# regfile_2r1w

regfile_2r1w/metal_stack.png
The bar under the picture is 100 um long.
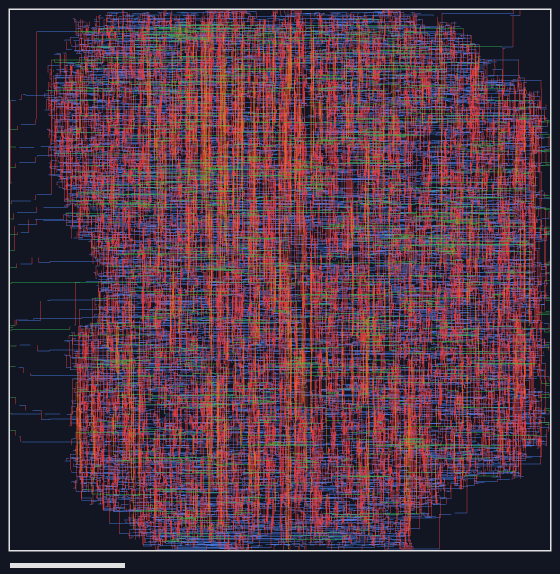

**src/rtl/regfile_2r1w.sv**
```systemverilog
// 2-read / 1-write register file with hardwired zero register and optional
// same-cycle write-to-read bypass; read decode is a mux4_1 tree per port.

module regfile_mux4_1 #(
  parameter int DATA_W = 64
) (
  input  logic [DATA_W-1:0] w0_i,
  input  logic [DATA_W-1:0] w1_i,
  input  logic [DATA_W-1:0] w2_i,
  input  logic [DATA_W-1:0] w3_i,
  input  logic [1:0]        s_i,
  output logic [DATA_W-1:0] y_o
);

  always_comb begin
    unique case (s_i)
      2'd0:    y_o = w0_i;
      2'd1:    y_o = w1_i;
      2'd2:    y_o = w2_i;
      default: y_o = w3_i;
    endcase
  end

endmodule

module regfile_2r1w_rdtree #(
  parameter int DATA_W   = 64,
  parameter int NUM_REGS = 32,
  localparam int IDX_W   = $clog2(NUM_REGS)
) (
  input  logic [NUM_REGS-1:0][DATA_W-1:0] entries_i,
  input  logic [IDX_W-1:0]                idx_i,
  output logic [DATA_W-1:0]               data_o
);

  localparam int L4  = IDX_W / 2;
  localparam bit ODD = (IDX_W % 2) != 0;

  // All tree levels live in one flat array; level k starts at lvl_off(k).
  function automatic int lvl_off(input int k);
    int o;
    int n;
    o = 0;
    n = NUM_REGS;
    for (int i = 0; i < k; i++) begin
      o = o + n;
      n = n / 4;
    end
    return o;
  endfunction

  localparam int TOTAL = lvl_off(L4 + 1);

  logic [DATA_W-1:0] node [TOTAL];

  genvar k, j;
  generate
    for (j = 0; j < NUM_REGS; j++) begin : g_leaf
      assign node[j] = entries_i[j];
    end

    for (k = 0; k < L4; k++) begin : g_lvl
      for (j = 0; j < (NUM_REGS >> (2 * (k + 1))); j++) begin : g_node
        regfile_mux4_1 #(.DATA_W(DATA_W)) u_mux (
          .w0_i (node[lvl_off(k) + 4*j + 0]),
          .w1_i (node[lvl_off(k) + 4*j + 1]),
          .w2_i (node[lvl_off(k) + 4*j + 2]),
          .w3_i (node[lvl_off(k) + 4*j + 3]),
          .s_i  (idx_i[2*k+1:2*k]),
          .y_o  (node[lvl_off(k+1) + j])
        );
      end
    end

    // Odd index width leaves two survivors for a final 2:1 on the MSB.
    if (ODD) begin : g_odd
      assign data_o = idx_i[IDX_W-1] ? node[lvl_off(L4) + 1] : node[lvl_off(L4)];
    end else begin : g_even
      assign data_o = node[lvl_off(L4)];
    end
  endgenerate

endmodule

module regfile_2r1w #(
  parameter int DATA_W   = 64,
  parameter int NUM_REGS = 32,
  parameter int ZERO_REG = 31,
  parameter int BYPASS   = 1,
  localparam int IDX_W   = $clog2(NUM_REGS)
) (
  input  logic              clk,
  input  logic              reset_n,
  input  logic              RegWrite,
  input  logic [IDX_W-1:0]  WriteRegister,
  input  logic [DATA_W-1:0] WriteData,
  input  logic [IDX_W-1:0]  ReadRegister1,
  input  logic [IDX_W-1:0]  ReadRegister2,
  output logic [DATA_W-1:0] ReadData1,
  output logic [DATA_W-1:0] ReadData2
);

  localparam logic [IDX_W-1:0] ZERO_IDX = IDX_W'(ZERO_REG);

  logic [NUM_REGS-1:0][DATA_W-1:0] regs_q;
  logic [NUM_REGS-1:0][DATA_W-1:0] regs_d;
  logic [NUM_REGS-1:0]             wr_en;
  logic [DATA_W-1:0]               tree1;
  logic [DATA_W-1:0]               tree2;
  logic                            wr_live;

  assign wr_live = RegWrite && (WriteRegister != ZERO_IDX);

  always_comb begin
    wr_en = '0;
    if (wr_live) wr_en[WriteRegister] = 1'b1;
  end

  always_comb begin
    regs_d = regs_q;
    for (int i = 0; i < NUM_REGS; i++) begin
      if (wr_en[i]) regs_d[i] = WriteData;
    end
    regs_d[ZERO_REG] = '0;
  end

  always_ff @(posedge clk or negedge reset_n) begin
    if (!reset_n) regs_q <= '0;
    else          regs_q <= regs_d;
  end

  regfile_2r1w_rdtree #(.DATA_W(DATA_W), .NUM_REGS(NUM_REGS)) u_rd1 (
    .entries_i (regs_q),
    .idx_i     (ReadRegister1),
    .data_o    (tree1)
  );

  regfile_2r1w_rdtree #(.DATA_W(DATA_W), .NUM_REGS(NUM_REGS)) u_rd2 (
    .entries_i (regs_q),
    .idx_i     (ReadRegister2),
    .data_o    (tree2)
  );

  // Bypass is masked during reset so every index reads 0 while reset_n is low.
  always_comb begin
    ReadData1 = tree1;
    if ((BYPASS != 0) && reset_n && wr_live && (WriteRegister == ReadRegister1))
      ReadData1 = WriteData;
    if (ReadRegister1 == ZERO_IDX) ReadData1 = '0;
  end

  always_comb begin
    ReadData2 = tree2;
    if ((BYPASS != 0) && reset_n && wr_live && (WriteRegister == ReadRegister2))
      ReadData2 = WriteData;
    if (ReadRegister2 == ZERO_IDX) ReadData2 = '0;
  end

endmodule

```
**config.mk**
```make
export PLATFORM = sky130hd
export DESIGN_NAME = regfile_2r1w
export DESIGN_NICKNAME = d
export VERILOG_FILES = /design/src/rtl/regfile_2r1w.sv
export SDC_FILE = /design/constraint.sdc
export NUM_CORES = 2
export LEC_CHECK = 0
export ABC_AREA = 0
export ABC_CLOCK_PERIOD_IN_PS = 2800
export CORE_UTILIZATION = 51
export CTS_BUF_LIST = sky130_fd_sc_hd__clkbuf_8
export DETAILED_ROUTE_END_ITERATION = 12
export MAX_ROUTING_LAYER = met4
export PLACE_DENSITY_LB_ADDON = 0.25
export SYNTH_ARGS = -nofsm -noshare
export SYNTH_HDL_FRONTEND = slang
export SYNTH_HIERARCHICAL = 1
export SYNTH_SLANG_ARGS = --single-unit
```
**constraint.sdc**
```tcl
create_clock -name clk -period 2.8 [get_ports clk]
set_input_delay 0.56 -clock clk [delete_from_list [all_inputs] [get_ports clk]]
set_output_delay 0.56 -clock clk [all_outputs]
set_load 0.005 [all_outputs]
```
# axis_bram_slave_cfg

<file path="src/rtl/axis_bram_slave_cfg_pkg.sv">
// Shared FFT loader definitions: size limits, default widths and loader state encoding.
package axis_bram_slave_cfg_pkg;

    localparam int FFT_LOG2_N_MIN    = 3;
    localparam int FFT_LOG2_N_MAX    = 12;
    localparam int FFT_ADDR_WIDTH    = FFT_LOG2_N_MAX;
    localparam int FFT_SAMPLE_WIDTH  = 16;
    localparam int FFT_DATA_WIDTH    = 2 * FFT_SAMPLE_WIDTH;

    typedef enum logic [1:0] {
        IDLE  = 2'd0,
        WRITE = 2'd1,
        DONE  = 2'd2
    } state_t;

endpackage

</file>
<file path="src/rtl/fft_addr_bitrev.sv">
// Runtime-length bit reverser: reverses the low log2_n bits of addr, upper bits stay 0.
module fft_addr_bitrev
    import axis_bram_slave_cfg_pkg::*;
#(
    parameter int ADDR_WIDTH = FFT_ADDR_WIDTH
) (
    input  logic [ADDR_WIDTH-1:0] addr,
    input  logic [3:0]            log2_n,
    output logic [ADDR_WIDTH-1:0] rev
);

    logic [ADDR_WIDTH-1:0] full_rev;

    for (genvar i = 0; i < ADDR_WIDTH; i++) begin : g_rev
        assign full_rev[i] = addr[ADDR_WIDTH-1-i];
    end

    // addr is already masked to log2_n bits, so the low bits of full_rev are 0
    // and a right shift lines the reversed field up at bit 0.
    assign rev = full_rev >> (ADDR_WIDTH - int'(log2_n));

endmodule

</file>
<file path="src/rtl/axis_bram_slave_cfg.sv">
// AXI-Stream to FFT BRAM loader, direct or Hermitian-expanded, with tlast framing checks.
// Define AXIS_BRAM_BITREV_EN for bit-reversed write addresses (in-place DIT FFT).
module axis_bram_slave_cfg
    import axis_bram_slave_cfg_pkg::*;
#(
    parameter int LOG2_N_MAX   = FFT_LOG2_N_MAX,
    parameter int LOG2_N_MIN   = FFT_LOG2_N_MIN,
    parameter int SAMPLE_WIDTH = FFT_SAMPLE_WIDTH,
    parameter int ADDR_WIDTH   = LOG2_N_MAX,
    parameter int DATA_WIDTH   = 2 * SAMPLE_WIDTH
) (
    input  logic                  clk,
    input  logic                  reset,
    input  logic                  go,
    input  logic [3:0]            cfg_log2_n,
    input  logic                  cfg_hermitian,
    output logic                  busy,
    output logic                  done,
    output logic                  err_cfg,
    output logic                  err_tlast_early,
    output logic                  err_tlast_missing,
    input  logic                  s_axis_tvalid,
    output logic                  s_axis_tready,
    input  logic                  s_axis_tlast,
    input  logic [63:0]           s_axis_tdata,
    input  logic [7:0]            s_axis_tkeep,
    output logic [ADDR_WIDTH-1:0] waddra,
    output logic [DATA_WIDTH-1:0] wdataa,
    output logic                  wea,
    output logic [ADDR_WIDTH-1:0] waddrb,
    output logic [DATA_WIDTH-1:0] wdatab,
    output logic                  web
);

    localparam int SW = SAMPLE_WIDTH;
    localparam int AW = ADDR_WIDTH;

    function automatic logic [SW-1:0] sat_neg(input logic [SW-1:0] x);
        if (x == {1'b1, {(SW-1){1'b0}}})
            return {1'b0, {(SW-1){1'b1}}};
        return (~x) + 1'b1;
    endfunction

    state_t          state, state_nxt;
    logic [3:0]      log2_n_q;
    logic            herm_q;
    logic [AW-1:0]   k;
    logic            err_cfg_q, err_early_q, err_missing_q;

    logic            cfg_ok, start, accept, at_last, tlast_early, mirror_en;
    logic [AW:0]     n_val, last_idx, k_ext, mirror;
    logic [AW-1:0]   mask, addr_a_nat, addr_b_nat, addr_a, addr_b;
    logic [SW-1:0]   re, im;
    logic            unused_ok;

    assign cfg_ok = ({1'b0, cfg_log2_n} >= 5'(LOG2_N_MIN)) &&
                    ({1'b0, cfg_log2_n} <= 5'(LOG2_N_MAX));
    assign start  = (state == IDLE) && go && cfg_ok;
    assign accept = (state == WRITE) && s_axis_tvalid;

    assign n_val       = (AW+1)'(1) << log2_n_q;
    assign mask        = AW'(n_val - 1'b1);
    assign last_idx    = herm_q ? (n_val >> 1) : (n_val - 1'b1);
    assign k_ext       = {1'b0, k};
    assign at_last     = (k_ext == last_idx);
    assign tlast_early = s_axis_tlast && (k_ext < last_idx);
    // DC (k=0) and Nyquist (k=N/2) are their own mirrors, so only 0<k<N/2 gets a port-B copy.
    assign mirror_en   = herm_q && (k != '0) && (k_ext < (n_val >> 1));
    assign mirror      = n_val - k_ext;
    assign addr_a_nat  = k & mask;
    assign addr_b_nat  = mirror[AW-1:0] & mask;

    assign re = s_axis_tdata[SW-1:0];
    assign im = s_axis_tdata[32+SW-1:32];
    assign unused_ok = ^{s_axis_tkeep, s_axis_tdata};

`ifdef AXIS_BRAM_BITREV_EN
    fft_addr_bitrev #(.ADDR_WIDTH(AW)) u_rev_a (
        .addr   (addr_a_nat),
        .log2_n (log2_n_q),
        .rev    (addr_a)
    );
    fft_addr_bitrev #(.ADDR_WIDTH(AW)) u_rev_b (
        .addr   (addr_b_nat),
        .log2_n (log2_n_q),
        .rev    (addr_b)
    );
`else
    assign addr_a = addr_a_nat;
    assign addr_b = addr_b_nat;
`endif

    always_ff @(posedge clk or negedge reset) begin
        if (!reset)
            state <= IDLE;
        else
            state <= state_nxt;
    end

    always_comb begin
        state_nxt = state;
        case (state)
            IDLE:    if (start) state_nxt = WRITE;
            WRITE:   if (accept && (s_axis_tlast || at_last)) state_nxt = DONE;
            DONE:    state_nxt = IDLE;
            default: state_nxt = IDLE;
        endcase
    end

    always_comb begin
        busy          = (state != IDLE);
        s_axis_tready = (state == WRITE);
        done          = (state == DONE);
        wea           = accept;
        waddra        = accept ? addr_a : '0;
        wdataa        = accept ? DATA_WIDTH'({re, im}) : '0;
        web           = accept && mirror_en;
        waddrb        = web ? addr_b : '0;
        wdatab        = web ? DATA_WIDTH'({re, sat_neg(im)}) : '0;
    end

    always_ff @(posedge clk or negedge reset) begin
        if (!reset) begin
            log2_n_q      <= '0;
            herm_q        <= 1'b0;
            k             <= '0;
            err_cfg_q     <= 1'b0;
            err_early_q   <= 1'b0;
            err_missing_q <= 1'b0;
        end else begin
            err_cfg_q <= (state == IDLE) && go && !cfg_ok;
            if (start) begin
                log2_n_q      <= cfg_log2_n;
                herm_q        <= cfg_hermitian;
                k             <= '0;
                err_early_q   <= 1'b0;
                err_missing_q <= 1'b0;
            end else if (accept) begin
                k <= k + 1'b1;
                if (tlast_early)
                    err_early_q <= 1'b1;
                if (at_last && !s_axis_tlast)
                    err_missing_q <= 1'b1;
            end
        end
    end

    assign err_cfg           = err_cfg_q;
    assign err_tlast_early   = err_early_q;
    assign err_tlast_missing = err_missing_q;

endmodule

</file>
<file path="config.mk">
export PLATFORM = sky130hd
export DESIGN_NAME = axis_bram_slave_cfg
export DESIGN_NICKNAME = d
export VERILOG_FILES = /design/src/rtl/axis_bram_slave_cfg_pkg.sv /design/src/rtl/fft_addr_bitrev.sv /design/src/rtl/axis_bram_slave_cfg.sv
export SDC_FILE = /design/constraint.sdc
export NUM_CORES = 1
export LEC_CHECK = 0
export ABC_AREA = 1
export CAP_MARGIN = 20
export CORE_ASPECT_RATIO = 0.7
export CORE_MARGIN = 2
export CORE_UTILIZATION = 45
export DETAILED_ROUTE_END_ITERATION = 10
export PLACE_DENSITY = 0.95
export SYNTH_ARGS = -nofsm -noshare
export SYNTH_HDL_FRONTEND = slang
export SYNTH_SLANG_ARGS = --single-unit
</file>
<file path="constraint.sdc">
create_clock -name clk -period 4.8 [get_ports clk]
set_input_delay 0.72 -clock clk [delete_from_list [all_inputs] [get_ports clk]]
set_output_delay 0.72 -clock clk [all_outputs]
set_load 0.05 [all_outputs]
</file>
axis_bram_slave_cfg/metal_stack.png
The bar under the picture is 20 um long.
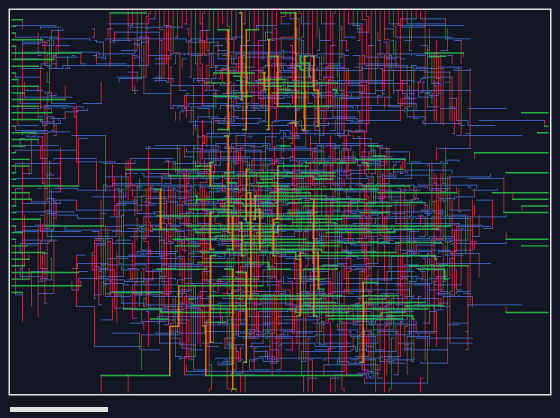
Green marks met3, wire length 1520 um. Orange marks met4, wire length 414 um. Blue marks met1, wire length 4930 um. Red marks met2, wire length 5700 um.

==> out/metrics.cfg, axis_bram_slave_cfg <==
[route]
route.met3.wl_mm = 1.52
detail_route.wirelength.met1_mm = 4.93
drtAntennaViolNets = 0
drt_first_pass_iters = 7
routed.top_layer = met4
met2WireLength_mm = 5.70
drc_errors = 0

[synth]
post_synth_inst_count = 606
synth_sequential_area_ratio_pct = 15.4
muxShareOfSynthArea_pct = 0
number_of_unique_standard_cell_types_used_by_synthesis = 36
async_reset_ff_share_pct = 100
mappedNetlistNets = 725
mappedNetlistArea_mm2 = 0.00357
adder_share_pct = 13.2

[cells_and_area]
final_cell_mix = 128 x sky130_fd_sc_hd__clkdlybuf4s50_1, 116 x sky130_fd_sc_hd__nand2_1, 115 x sky130_fd_sc_hd__inv_1, 112 x sky130_fd_sc_hd__nor2_1, 36 x sky130_fd_sc_hd__ha_1
most_frequent_logic_cell_in_the_layout = sky130_fd_sc_hd__clkdlybuf4s50_1

[final_timing]
total_setup_violations_reported_at_the_end_of_the_flow = 0
report.final.slew_viol_count = 0
rsz_0062_raised_after_global_routing = no

[global_route]
grt_remaining_overflow = 0
gr-usage-all-layers_pct = 29.2

[cts]
clockRootBuffer = sky130_fd_sc_hd__clkbuf_16
cts_tree = done

[setup_path]
critical_path.max_fanout = 36
cpPeakStageDelay_ns = 0.85

[power]
power.sequential.fraction_pct = 11.4
switchingPower_w = 0.00166

[status]
status = finished, final reports clean

[floorplan]
die.size.y_um = 78.5

[place]
dp_hpwl_mm = 9.92

==> axis_bram_slave_cfg: layout make-up <==
cell class,instances,area share (%)
sequential,22,10.7
timing repair buffer,142,28.1
clock inverter,1,0.582
clock buffer,3,1.45
multi-input combinational,453,48.2
tap,101,2.45
inverter,118,8.61
==> axis_bram_slave_cfg: metal layers <==
layer | global-route usage (%) | vias to the layer above
met5 | 0 | -
met4 | 7.63 | 0
met3 | 8.72 | 63
met2 | 49.3 | 323
met1 | 36.2 | 2029
li1 | - | 2188
==> axis_bram_slave_cfg: state kept, by name (all words and copies together), names as in the netlist <==
name,cells
k,12
log2_n_q,4
state,2
err_cfg,1
err_tlast_early,1
err_tlast_missing,1
herm_q,1
==> axis_bram_slave_cfg: through the flow <==
step | utilization (%) | worst slack [ns] | hold slack [ns]
CTS | 65.8 | 0.194 | 0.520
global route | 66.4 | 0.0126 | 0.540
floorplan | - | 1.09 | 0.424
detailed placement | 64.4 | 0.482 | 0.503
finish | 66.4 | 0.221 | 0.518
global placement | 64.4 | 0.606 | 0.481
==> axis_bram_slave_cfg: timing repair <==
item | CTS | global route
gates resized | 0 | 9
setup endpoints to repair | 0 | 9
hold buffers | 0 | 0
setup buffers | 0 | 0
regfile_2r1w/cell_classes.png
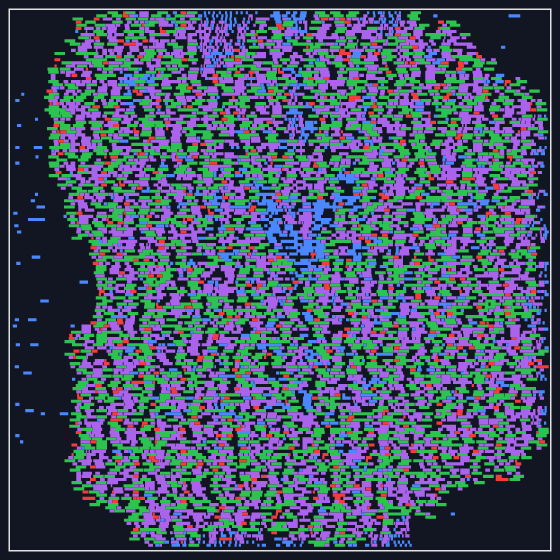
Blue marks other buffers and delay cells, cells 986, share of their area 9.5%. Red marks clock drivers and dummy loads, cells 595, share of their area 5.4%. Purple marks all other logic, cells 3973, share of their area 46%. Green marks flops, cells 1984, share of their area 40%.
std cell rows: 171
standard cell core area: 0.217 mm^2
utilization after layout: 59.5%

regfile_2r1w/final_clocks.png
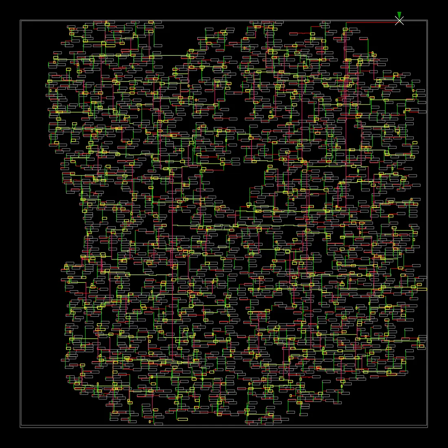
Clock buffer cells: 432
Skew-Pair Late Insertion Delay: 1.08 ns
TritonCTS buffer count: 355
clock sink count: 1984
sequential cell count: 1984

## Picture notes: regfile_2r1w/metal_stack.png
Red marks met2, wire length 161 mm. Blue marks met1, wire length 135 mm. Orange marks met4, wire length 15400 um. Green marks met3, wire length 23.2 mm.

==> out/metrics.cfg, regfile_2r1w <==
[final_timing]
total_setup_violations_reported_at_the_end_of_the_flow = 128
worst_margin_slew_ns = 1.05
rsz_0062_raised_after_global_routing = yes
period_minus_slack_ns = 3.77
post-route-worst-setup-slack_ns = -0.968

[route]
met2WireLength_mm = 161
detail_route.wirelength.met1_mm = 135
drt_first_iter_violations = 6106
drc_errors = 4
drtAntennaViolNets = 0
routed_wl_mm = 334

[synth]
post-synth-top-count-cell = sky130_fd_sc_hd__mux2_2
post_synth_inst_count = 6557
number_of_unique_standard_cell_types_used_by_synthesis = 31
synth-edff-count = 0
mappedNetlistArea_mm2 = 0.111

[setup_path]
timing.critical_path.from = regs_q[707]$_DFFE_PN0P_
crit_arrival_ns = 3.21
end_kind = output pin
capture_point_of_the_critical_path = ReadData1[3]

[cts]
cts_tree = done
clock_path_buffers = 4

[status]
status = complete, but fails checks
violations_in_the_final_reports = DRC, setup timing

[cells_and_area]
final_cell_mix = 1984 x sky130_fd_sc_hd__mux2_2, 1984 x sky130_fd_sc_hd__dfrtp_1, 1252 x sky130_fd_sc_hd__mux4_2, 434 x sky130_fd_sc_hd__clkbuf_8, 405 x sky130_fd_sc_hd__buf_4
final-seq-area_mm2 = 0.0496
logic_gates = 3973
area.growth.synth_to_final_pct = 16.2
sh_comb_area_pct = 44.3
final-clk-cell-share_pct = 5.28
number_of_antenna_diodes = 4

[global_route]
wire_length_of_the_first_global_routing_pass_mm = 494
grt_max_degree = 173
grt.met3_usage_pct = 5.55
busiest_layer_in_global_routing = met2

[place]
gp_congestion = 0.863

[power]
power_leakage_nw = 57.7
pwr.group.clock_w = 0.0267
internal_power_w = 0.0622

[min_path]
hold_path_startpoint = WriteData[4]
hold_path.class = in -> reg
holdPathStages = 3

[floorplan]
core_util_floorplan_pct = 51.2

[regfile_2r1w: timing repair]
item,in CTS,in global routing
hold buffers,1,0
resized,720,45
buffers inserted,40,19
pin swaps,7,9
setup endpoints to repair,128,128
hold endpoints to repair,395,0
[regfile_2r1w: worst max-delay path, cell delays in order (launching register included)]
cell	delay (ns)
sky130_fd_sc_hd__dfrtp_1	0.40
sky130_fd_sc_hd__mux4_2	0.49
sky130_fd_sc_hd__mux4_2	0.59
sky130_fd_sc_hd__mux2_4	0.33
sky130_fd_sc_hd__nand2_4	0.07
sky130_fd_sc_hd__mux2i_4	0.08
sky130_fd_sc_hd__buf_2	0.16
[regfile_2r1w: metrics by stage]
stage	util, %	hold WS, ns	setup TNS [ns]
2_1_floorplan	-	0.264	0
3_3_place_gp	56.3	0.496	-348.55
3_5_place_dp	56.3	0.503	-376.70
4_1_cts	59.4	0.202	-115.53
5_1_grt	59.5	0.269	-114.99
6_report	59.5	0.286	-104.71
[regfile_2r1w: kinds of logic after synthesis]
group / synth area share [%]
multiplexers: 49.2
flip-flops: 44.7
buffers and inverters: 4.93
AND/OR/NAND/NOR: 1.16
XOR/XNOR: 0.0788
other: 0.00337


==> screenshots <==
Clock distribution.
image #1
The bar under the picture is 100 um long.
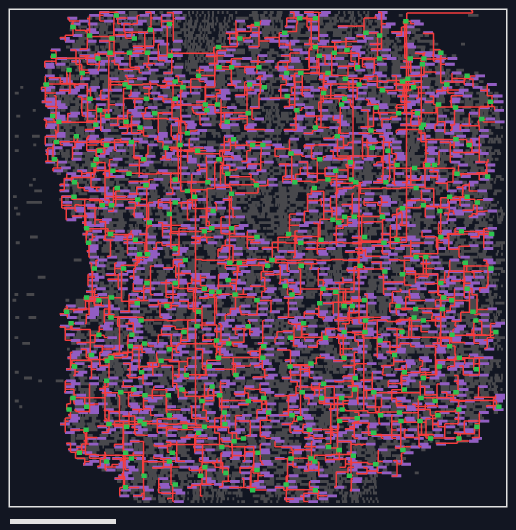
image #2
The bar under the picture is 20 um long.
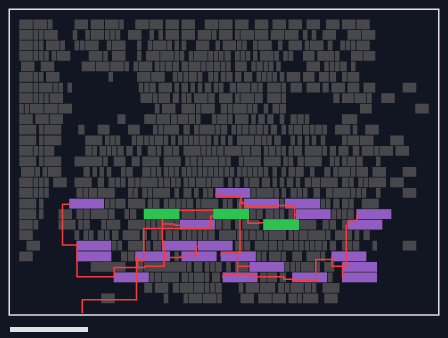
- regfile_2r1w = image #1
- axis_bram_slave_cfg = image #2
The one with the most sequential cells is image #1.

No activity file was given, so power comes from the tool's default toggle rates.
